=== spi_master_xfer_flat ===
### Signal wires on met2, spi_master_xfer_flat

Scale bar: 20 um.
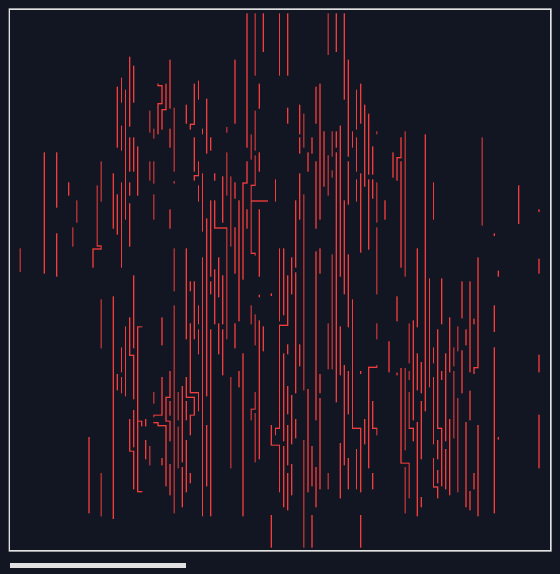

$ cat config.mk
export PLATFORM = sky130hd
export DESIGN_NAME = spi_master_xfer_flat
export DESIGN_NICKNAME = d
export VERILOG_FILES = /design/src/rtl/spi_master_xfer_if.sv /design/src/rtl/spi_master_xfer.sv /design/src/flat_wrapper.sv
export SDC_FILE = /design/constraint.sdc
export NUM_CORES = 1
export LEC_CHECK = 0
export CORE_MARGIN = 2
export CORE_UTILIZATION = 47
export DETAILED_ROUTE_END_ITERATION = 8
export PLACE_DENSITY = 0.76
export SYNTH_ARGS = -nofsm -noshare
export SYNTH_HDL_FRONTEND = slang
export SYNTH_SLANG_ARGS = --single-unit
$ cat constraint.sdc
create_clock -name clk -period 1.42 [get_ports clk]
set_input_delay 0.284 -clock clk [delete_from_list [all_inputs] [get_ports clk]]
set_output_delay 0.284 -clock clk [all_outputs]
set_load 0.005 [all_outputs]
$ cat src/rtl/spi_master_xfer_if.sv
// Bundle of the MCU-side handshake and SPI pin signals for spi_master_xfer.
// The master modport is the transfer engine; the slave modport is its environment.
interface spi_master_xfer_if #(
    parameter int DATA_W = 8
);
    logic              start;
    logic [DATA_W-1:0] tx_data;
    logic              miso;
    logic              sclk;
    logic              mosi;
    logic              cs_n;
    logic              busy;
    logic              done;
    logic [DATA_W-1:0] rx_data;

    modport master (
        input  start, tx_data, miso,
        output sclk, mosi, cs_n, busy, done, rx_data
    );

    modport slave (
        output start, tx_data, miso,
        input  sclk, mosi, cs_n, busy, done, rx_data
    );
endinterface

$ cat src/rtl/spi_master_xfer.sv
// SPI mode-0 master: one DATA_W-bit word out on mosi and in from miso per accepted start.
// Define SPI_LSB_FIRST_EN for LSB-first wire order; the default build is MSB first.
module spi_master_xfer #(
    parameter int DATA_W  = 8,
    parameter int CLK_DIV = 4,
    parameter int CNT_W   = 3
) (
    input logic               clk,
    input logic               rst,
    spi_master_xfer_if.master bus
);
    localparam int DIV_W = (CLK_DIV > 1) ? $clog2(CLK_DIV) : 1;

    typedef enum logic [2:0] {
        IDLE,
        LEAD,
        HIGH,
        LOW,
        DONE
    } state_t;

    state_t            state;
    state_t            state_d;
    logic [DIV_W-1:0]  div_cnt;
    logic [CNT_W-1:0]  bit_cnt;
    logic [DATA_W-1:0] tx_sr;
    logic [DATA_W-1:0] rx_sr;
    logic [DATA_W-1:0] tx_next;
    logic [DATA_W-1:0] rx_next;
    logic              phase_end;
    logic              last_bit;

    assign phase_end = (div_cnt == DIV_W'(CLK_DIV - 1));
    assign last_bit  = (bit_cnt == CNT_W'(DATA_W - 1));

    // The wire-side bit of tx_sr is OUT_IDX; miso enters at the opposite end.
`ifdef SPI_LSB_FIRST_EN
    localparam int OUT_IDX = 0;
    assign tx_next = {1'b0, tx_sr[DATA_W-1:1]};
    assign rx_next = {bus.miso, rx_sr[DATA_W-1:1]};
`else
    localparam int OUT_IDX = DATA_W - 1;
    assign tx_next = {tx_sr[DATA_W-2:0], 1'b0};
    assign rx_next = {rx_sr[DATA_W-2:0], bus.miso};
`endif

    always_comb begin
        // NOTE: default assigned first so every path drives state_d and no latch is inferred.
        state_d = state;
        case (state)
            IDLE:    if (bus.start) state_d = LEAD;
            LEAD:    if (phase_end) state_d = HIGH;
            HIGH:    if (phase_end) state_d = LOW;
            LOW:     if (phase_end) state_d = last_bit ? DONE : HIGH;
            DONE:    state_d = IDLE;
            default: state_d = IDLE;
        endcase
    end

    // Pin and status outputs are registered from the next state, so they switch with it.
    always_ff @(posedge clk) begin
        // NOTE: non-blocking assignments so every register samples pre-edge values.
        if (rst) begin
            state       <= IDLE;
            div_cnt     <= '0;
            bit_cnt     <= '0;
            tx_sr       <= '0;
            rx_sr       <= '0;
            bus.sclk    <= 1'b0;
            bus.mosi    <= 1'b0;
            bus.cs_n    <= 1'b1;
            bus.busy    <= 1'b0;
            bus.done    <= 1'b0;
            bus.rx_data <= '0;
        end else begin
            state    <= state_d;
            div_cnt  <= (state_d != state || state == IDLE) ? '0 : div_cnt + 1'b1;
            bus.sclk <= (state_d == HIGH);
            bus.cs_n <= (state_d == IDLE) || (state_d == DONE);
            bus.busy <= (state_d != IDLE);
            bus.done <= (state_d == DONE);

            case (state)
                IDLE: begin
                    if (bus.start) begin
                        tx_sr    <= bus.tx_data;
                        bit_cnt  <= '0;
                        bus.mosi <= bus.tx_data[OUT_IDX];
                    end
                end
                HIGH: begin
                    // Capture one cycle after sclk rises, leaving the slave a full clk of output delay.
                    if (div_cnt == '0) rx_sr <= rx_next;
                    if (phase_end) begin
                        tx_sr    <= tx_next;
                        bus.mosi <= tx_next[OUT_IDX];
                    end
                end
                LOW: begin
                    if (phase_end) begin
                        if (last_bit) bus.rx_data <= rx_sr;
                        else          bit_cnt     <= bit_cnt + 1'b1;
                    end
                end
                default: ;
            endcase
        end
    end
endmodule
$ cat src/flat_wrapper.sv
// flat-port wrapper written by rule: the top's interface ports become plain ports
module spi_master_xfer_flat 
#(
    parameter int DATA_W  = 8,
    parameter int CLK_DIV = 4,
    parameter int CNT_W   = 3
)
  (clk, rst, bus_start, bus_tx_data, bus_miso, bus_sclk, bus_mosi, bus_cs_n, bus_busy, bus_done, bus_rx_data);
  spi_master_xfer_if #(.DATA_W(DATA_W)) bus_i ();
  input logic clk;
  input logic rst;
  input wire logic [$bits(bus_i.start)-1:0] bus_start;
  input wire logic [$bits(bus_i.tx_data)-1:0] bus_tx_data;
  input wire logic [$bits(bus_i.miso)-1:0] bus_miso;
  output wire logic [$bits(bus_i.sclk)-1:0] bus_sclk;
  output wire logic [$bits(bus_i.mosi)-1:0] bus_mosi;
  output wire logic [$bits(bus_i.cs_n)-1:0] bus_cs_n;
  output wire logic [$bits(bus_i.busy)-1:0] bus_busy;
  output wire logic [$bits(bus_i.done)-1:0] bus_done;
  output wire logic [$bits(bus_i.rx_data)-1:0] bus_rx_data;
  assign bus_i.start = bus_start;
  assign bus_i.tx_data = bus_tx_data;
  assign bus_i.miso = bus_miso;
  assign bus_sclk = bus_i.sclk;
  assign bus_mosi = bus_i.mosi;
  assign bus_cs_n = bus_i.cs_n;
  assign bus_busy = bus_i.busy;
  assign bus_done = bus_i.done;
  assign bus_rx_data = bus_i.rx_data;
  spi_master_xfer #(.DATA_W(DATA_W), .CLK_DIV(CLK_DIV), .CNT_W(CNT_W)) u_core (.clk(clk), .rst(rst), .bus(bus_i));
endmodule
=== seg_display_scan ===
==> config.mk <==
export PLATFORM = sky130hd
export DESIGN_NAME = seg_display_scan
export DESIGN_NICKNAME = d
export VERILOG_FILES = /design/src/rtl/seg_display_scan.sv
export SDC_FILE = /design/constraint.sdc
export NUM_CORES = 1
export LEC_CHECK = 0
export CAP_MARGIN = 10
export CORE_ASPECT_RATIO = 0.7
export CORE_MARGIN = 2
export CORE_UTILIZATION = 50
export DETAILED_ROUTE_END_ITERATION = 6
export GPL_ROUTABILITY_DRIVEN = 0
export GPL_TIMING_DRIVEN = 1
export PLACE_DENSITY = 0.7
export REMOVE_ABC_BUFFERS = 1
export SETUP_SLACK_MARGIN = 0.05
export SLEW_MARGIN = 25
export SYNTH_ARGS = -nofsm -noshare
export SYNTH_HDL_FRONTEND = slang
export SYNTH_SLANG_ARGS = --single-unit
==> constraint.sdc <==
create_clock -name clk -period 5.5 [get_ports clk]
set_clock_uncertainty 0.2 [all_clocks]
set_input_delay 1.1 -clock clk [delete_from_list [all_inputs] [get_ports clk]]
set_output_delay 1.1 -clock clk [all_outputs]
set_load 0.1 [all_outputs]
==> src/rtl/seg_display_scan.sv <==
// seg_display_scan
//   Time-multiplexed seven-segment driver for DIGITS digits. New display values
//   are captured into a pending buffer on load. They are promoted to the active
//   buffer only at a frame boundary, so a partial frame is never shown.
//
// Ports
//   clk        : system clock
//   rst        : synchronous, active-high reset
//   load       : single-cycle strobe; captures data/dp/en_mask/blink_mask
//   data       : 4-bit hex code per digit, digit i = data[4i+3:4i]
//   dp         : decimal point per digit, 1 = lit
//   en_mask    : digit enable, 1 = shown
//   blink_mask : 1 = digit blinks
//   pending    : captured values are waiting for the next frame boundary
//   an         : one-hot (or all-zero) active-high anode select
//   seg        : active-high segments {dp,g,f,e,d,c,b,a}
module seg_display_scan #(
  parameter int unsigned DIGITS    = 8,
  parameter int unsigned SCAN_DIV  = 100000,
  parameter int unsigned BLINK_DIV = 125
) (
  input  logic                  clk,
  input  logic                  rst,
  input  logic                  load,
  input  logic [4*DIGITS-1:0]   data,
  input  logic [DIGITS-1:0]     dp,
  input  logic [DIGITS-1:0]     en_mask,
  input  logic [DIGITS-1:0]     blink_mask,
  output logic                  pending,
  output logic [DIGITS-1:0]     an,
  output logic [7:0]            seg
);

  localparam int unsigned DIV_W = (SCAN_DIV  > 1) ? $clog2(SCAN_DIV)  : 1;
  localparam int unsigned FRM_W = (BLINK_DIV > 1) ? $clog2(BLINK_DIV) : 1;
  localparam int unsigned IDX_W = (DIGITS    > 1) ? $clog2(DIGITS)    : 1;

  localparam logic [DIV_W-1:0] DIV_LAST = DIV_W'(SCAN_DIV - 1);
  localparam logic [FRM_W-1:0] FRM_LAST = FRM_W'(BLINK_DIV - 1);
  localparam logic [IDX_W-1:0] IDX_LAST = IDX_W'(DIGITS - 1);

  logic [DIV_W-1:0]    div_cnt;
  logic [IDX_W-1:0]    idx;
  logic [FRM_W-1:0]    frame_cnt;
  logic                blink_phase;

  logic [4*DIGITS-1:0] data_pnd, data_act;
  logic [DIGITS-1:0]   dp_pnd, dp_act;
  logic [DIGITS-1:0]   en_pnd, en_act;
  logic [DIGITS-1:0]   blink_pnd, blink_act;

  logic                tick;
  logic                frame_end;
  logic                visible;
  logic [3:0]          cur_code;
  logic [DIGITS-1:0]   an_next;
  logic [7:0]          seg_next;

  function automatic logic [6:0] hex_decode(input logic [3:0] code);
    logic [6:0] s;
    case (code)
      4'h0: s = 7'h3F;
      4'h1: s = 7'h06;
      4'h2: s = 7'h5B;
      4'h3: s = 7'h4F;
      4'h4: s = 7'h66;
      4'h5: s = 7'h6D;
      4'h6: s = 7'h7D;
      4'h7: s = 7'h07;
      4'h8: s = 7'h7F;
      4'h9: s = 7'h6F;
      4'hA: s = 7'h77;
      4'hB: s = 7'h7C;
      4'hC: s = 7'h39;
      4'hD: s = 7'h5E;
      4'hE: s = 7'h79;
      default: s = 7'h71;
    endcase
    return s;
  endfunction

  assign tick      = (div_cnt == DIV_LAST);
  assign frame_end = tick && (idx == IDX_LAST);

  // Next-cycle anode/segment values for the digit currently addressed by idx.
  always_comb begin
    an_next  = '0;
    seg_next = '0;
    cur_code = data_act[4*int'(idx) +: 4];
    visible  = en_act[idx] && !(blink_act[idx] && blink_phase);
    if (visible) begin
      an_next[idx] = 1'b1;
      seg_next     = {dp_act[idx], hex_decode(cur_code)};
    end
  end

  always_ff @(posedge clk) begin
    if (rst) begin
      div_cnt     <= '0;
      idx         <= '0;
      frame_cnt   <= '0;
      blink_phase <= 1'b0;
      pending     <= 1'b0;
      data_pnd    <= '0;
      dp_pnd      <= '0;
      en_pnd      <= '0;
      blink_pnd   <= '0;
      data_act    <= '0;
      dp_act      <= '0;
      en_act      <= '0;
      blink_act   <= '0;
      an          <= '0;
      seg         <= '0;
    end else begin
      div_cnt <= tick ? '0 : div_cnt + 1'b1;

      if (tick) begin
        idx <= (idx == IDX_LAST) ? '0 : idx + 1'b1;
      end

      if (frame_end) begin
        if (frame_cnt == FRM_LAST) begin
          frame_cnt   <= '0;
          blink_phase <= ~blink_phase;
        end else begin
          frame_cnt <= frame_cnt + 1'b1;
        end
      end

      // A load on the boundary cycle bypasses the pending buffer so the
      // newest values win over anything captured earlier.
      if (frame_end) begin
        if (load) begin
          data_act  <= data;
          dp_act    <= dp;
          en_act    <= en_mask;
          blink_act <= blink_mask;
        end else if (pending) begin
          data_act  <= data_pnd;
          dp_act    <= dp_pnd;
          en_act    <= en_pnd;
          blink_act <= blink_pnd;
        end
        pending <= 1'b0;
      end else if (load) begin
        data_pnd  <= data;
        dp_pnd    <= dp;
        en_pnd    <= en_mask;
        blink_pnd <= blink_mask;
        pending   <= 1'b1;
      end

      an  <= an_next;
      seg <= seg_next;
    end
  end

endmodule


## Gallery

The clock network.
image #1
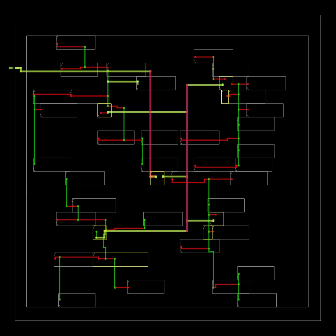
image #2
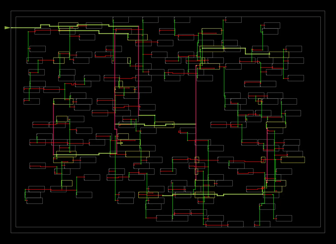
- image #2 = seg_display_scan
- image #1 = spi_master_xfer_flat
Of these, most clock buffers: image #2
Of these, most sequential cells: image #2

### Signal wires on met2, seg_display_scan

Scale bar: 50 um.
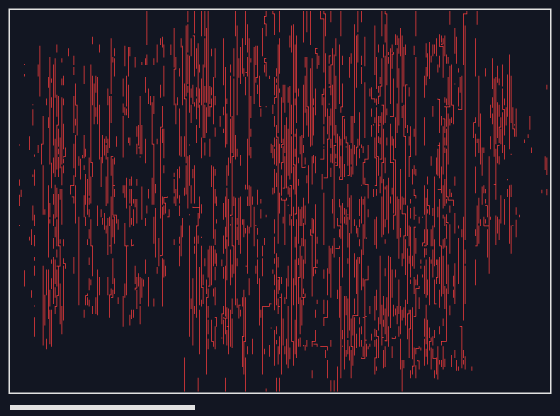
The layer carries 7,420 um of wire. The layer holds 47% of the routed length. The wires run mostly vertical. 739 nets have wire on it.
wire length after detailed routing: 15,790 um
met2 Usage GRT: 0.3556

==> run notes, seg_display_scan <==
Physical implementation status

The run finished with clean final reports. For the worst min-delay path, the startpoint reported by OpenROAD is div_cnt[0]. The maximum fanout along the worst path stands at 2. The CTS log lists the clock sinks for this run as roughly 160. Tracing the worst setup path back leads to its startpoint at pending. At the worst endpoint, the arrival time is 1.94 ns. The final net count stands at about 890.

Gates resized during post-CTS repair numbered 0. In the post-route analysis, the smallest setup slack over all paths is 2.263 ns. Input and output buffers added on the ports amount to 75. The worst setup path is launched from a flip-flop. Relative to the synthesized area, the layout overhead comes to 20.34%. The total vias in the final route stands at 5,565. The total grt overflow stands at 0.

Post-route period utilization is reported as 0.5886. The critical path is of the reg2out type. For this run, the register share of the synthesized area comes to 0.4455. At the worst endpoint, the required time is 4.20 ns. The number of cells on the worst reg-to-reg path is 7. Warnings reported by Yosys during synthesis add up to 0. The total track usage stands at 0.2154. Synthesis instantiated 57 different standard cells from the library. The post-route utilization of the core is recorded as 0.6120.

The fraction of the mapped netlist area in adder cells stands at 0.02128.
## seg_display_scan: final cells by class
| class | instances | area [um2] |
|---|---|---|
| well taps | 190 | 237.7 |
| clock buffers | 26 | 509.2 |
| clock inverters | 6 | 105.1 |
| flip-flops and latches | 157 | 3143 |
| multi-input cells | 549 | 3617 |
| inverters | 10 | 37.54 |
| fillers | 1180 | 5383 |
| repair buffers | 85 | 840.8 |
## seg_display_scan: registers in the layout, summed over array words and instances, names as in the netlist, 3 cells and up
register   count
dp_act         8
en_act         8
blink_pnd      8
frame_cnt      7
an             8
data_pnd      32
idx            3
dp_pnd         8
div_cnt       17
blink_act      8
data_act      32
seg            8
en_pnd         8
## seg_display_scan: metal layers
metal / up-vias / routed length (um) / GRT usage
met3: 16 / 692 / 0.05439
met2: 102 / 7419 / 0.3556
li1: 2789 / - / -
met1: 2658 / 7465 / 0.2757
met4: 0 / 213 / 0.08813
met5: - / 0 / 0
## seg_display_scan: report_power, final
group / total [W] / internal, W / switching (W)
sequential: 0.00117 / 0.00116 / 0.0000122
combinational: 0.000168 / 0.0000771 / 0.0000910
clock: 0.00122 / 0.000772 / 0.000446
### Met3 routing, spi_master_xfer_flat

Scale bar: 20 um.
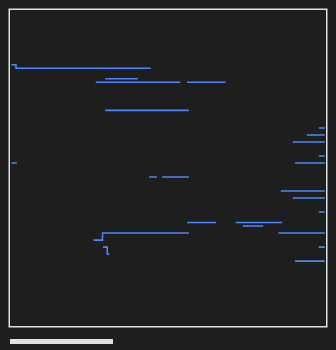
The wires run mostly horizontal. The layer holds 4.7% of the routed length. 19 nets have wire on it. The layer carries 165 um of wire.
total via count after detailed routing: 1,277
wire length after detailed routing: 3497 um
Global Route met3 Usage: 0.06303

### Routed metal per tile, spi_master_xfer_flat

Scale bar: 20 um. The die is cut into 12 by 12 equal tiles; dark purple is low, yellow is high, scaled to the fullest tile. Values are wire area over tile area, all layers added.
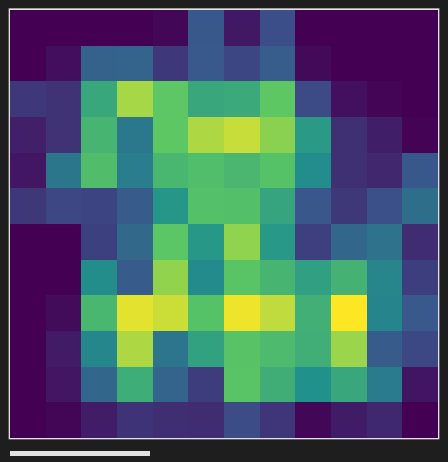
The mean over all tiles is 0.15. 34% of the tiles are over half the peak. The fullest tile reaches 0.42.
global-route total usage across every layer: 0.1948
final routed wire length divided by cell count: 14.88 um

## Picture notes: 'Signal wires on met2' of spi_master_xfer_flat
The wires run mostly vertical. The layer holds 48% of the routed length. The layer carries 1,690 um of wire.

==> run notes, spi_master_xfer_flat <==
Physical implementation status

The flow ran to the end, and the final reports show no timing, DRC or antenna violations. The largest registers in the layout are u_core.bus.rx_data (8), u_core.rx_sr (8), u_core.tx_sr (7). The peak supply drop stands at 0.6532 mV. The top-level port count stands at 25. For this run the detailed placement stage logged an HPWL of 2347 um. The required time of the critical path stands at ~1.7 ns.

Switching power as a fraction of the total was reported as 0.2284. The DRC violation total left in the routed layout is recorded as 0. Among logic cells in the layout, the one with the most instances is sky130_fd_sc_hd__dfxtp_1. In the final timing run, aggregate negative setup slack is 0 ns.

Per the synth stats, the proportion of register bits with asynchronous set or reset is 0. Dividing the synthesized area by the synthesized cell count gives between 9 and 10 um2. The final timing summary puts the cycle share of the worst path at 0.9720. The sequential area share after synthesis stands at 0.4672. The number of detailed-route iterations in the first pass stands at 4.

The number of antenna violations at the first check in global routing was 0. Counting the fill cells in the layout gives between 200 and 250. The non-clock inverters instantiated in the layout total 5. Nets still carrying antenna violations after routing amount to 0.

In this run, synthesis inferred 0 flip-flops with an integrated enable. The tree is rooted in a sky130_fd_sc_hd__clkbuf_4. In the final run the clock tree shows a worst skew of 0.009074 ns.

The critical path is of the reg2reg type. Note that the worst hold path type here is reg2reg. Hold analysis lists the worst path endpoint as u_core.bus.rx_data[3]. In this run, the synthesized area fraction spent on adder and majority cells is recorded as 0.04055.
==> spi_master_xfer_flat: critical path, stage by stage, from the launching register on <==
cell and delay, ns:
sky130_fd_sc_hd__dfxtp_4 0.38, sky130_fd_sc_hd__ha_4 0.20, sky130_fd_sc_hd__mux2_4 0.30, sky130_fd_sc_hd__and2_4 0.21, sky130_fd_sc_hd__a211oi_2 0.20
==> spi_master_xfer_flat: per-stage QoR <==
stage | hold slack (ns) | setup WS, ns | power, W | std cells | util
after global routing | 0.5062 | -0.01104 | 0.002003 | 235 | 0.6764
after floorplan | 0.4249 | 0.03236 | 0.001165 | 155 | -
after global placement | 0.4554 | -0.09826 | 0.001230 | 225 | 0.6142
after CTS | 0.4820 | -0.01087 | 0.001929 | 233 | 0.6447
final | 0.4822 | 0.03970 | 0.001938 | 235 | 0.6764
after detailed placement | 0.4670 | -0.2438 | 0.001239 | 225 | 0.6142
==> spi_master_xfer_flat: power groups by stage <==
stage          clock network, W  registers, W   logic, W
2_1_floorplan                 0       0.00107  0.0000956
3_3_place_gp                  0       0.00108   0.000154
3_5_place_dp                  0       0.00108   0.000160
4_1_cts                0.000710       0.00106   0.000163
5_1_grt                0.000753       0.00106   0.000188
6_report               0.000706       0.00106   0.000173


## Gallery

Metal 1.
Cells faint in the background.
Plate I
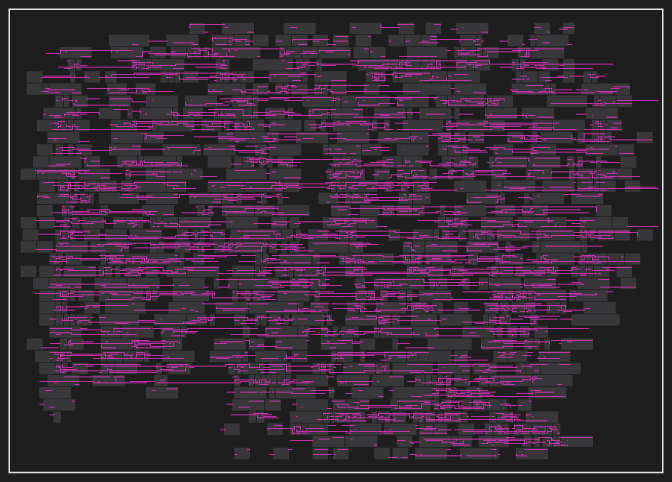
Plate II
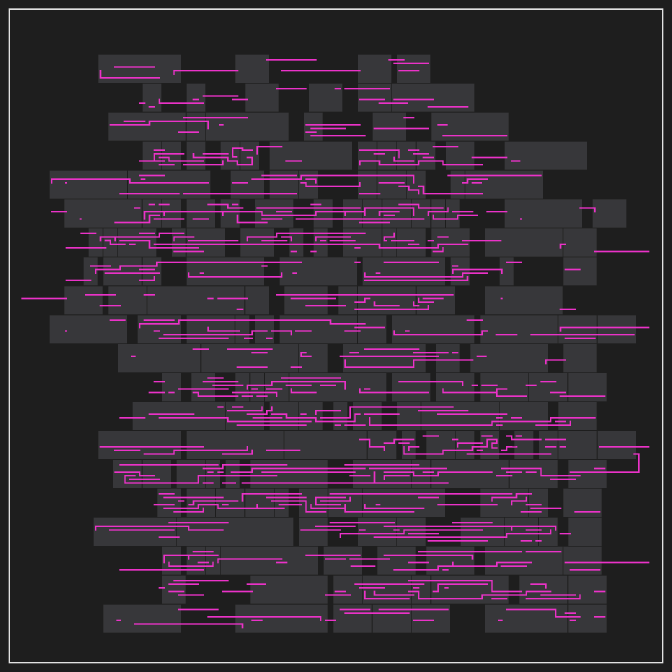
seg_display_scan -> Plate I
spi_master_xfer_flat -> Plate II

Key to Plate II:
The wires run mostly horizontal. 190 nets have wire on it. The layer holds 45% of the routed length. The layer carries 1,590 um of wire. The longest straight run is 21.2 um.

Power figures rest on the tool's default switching activity, not on a simulated workload.
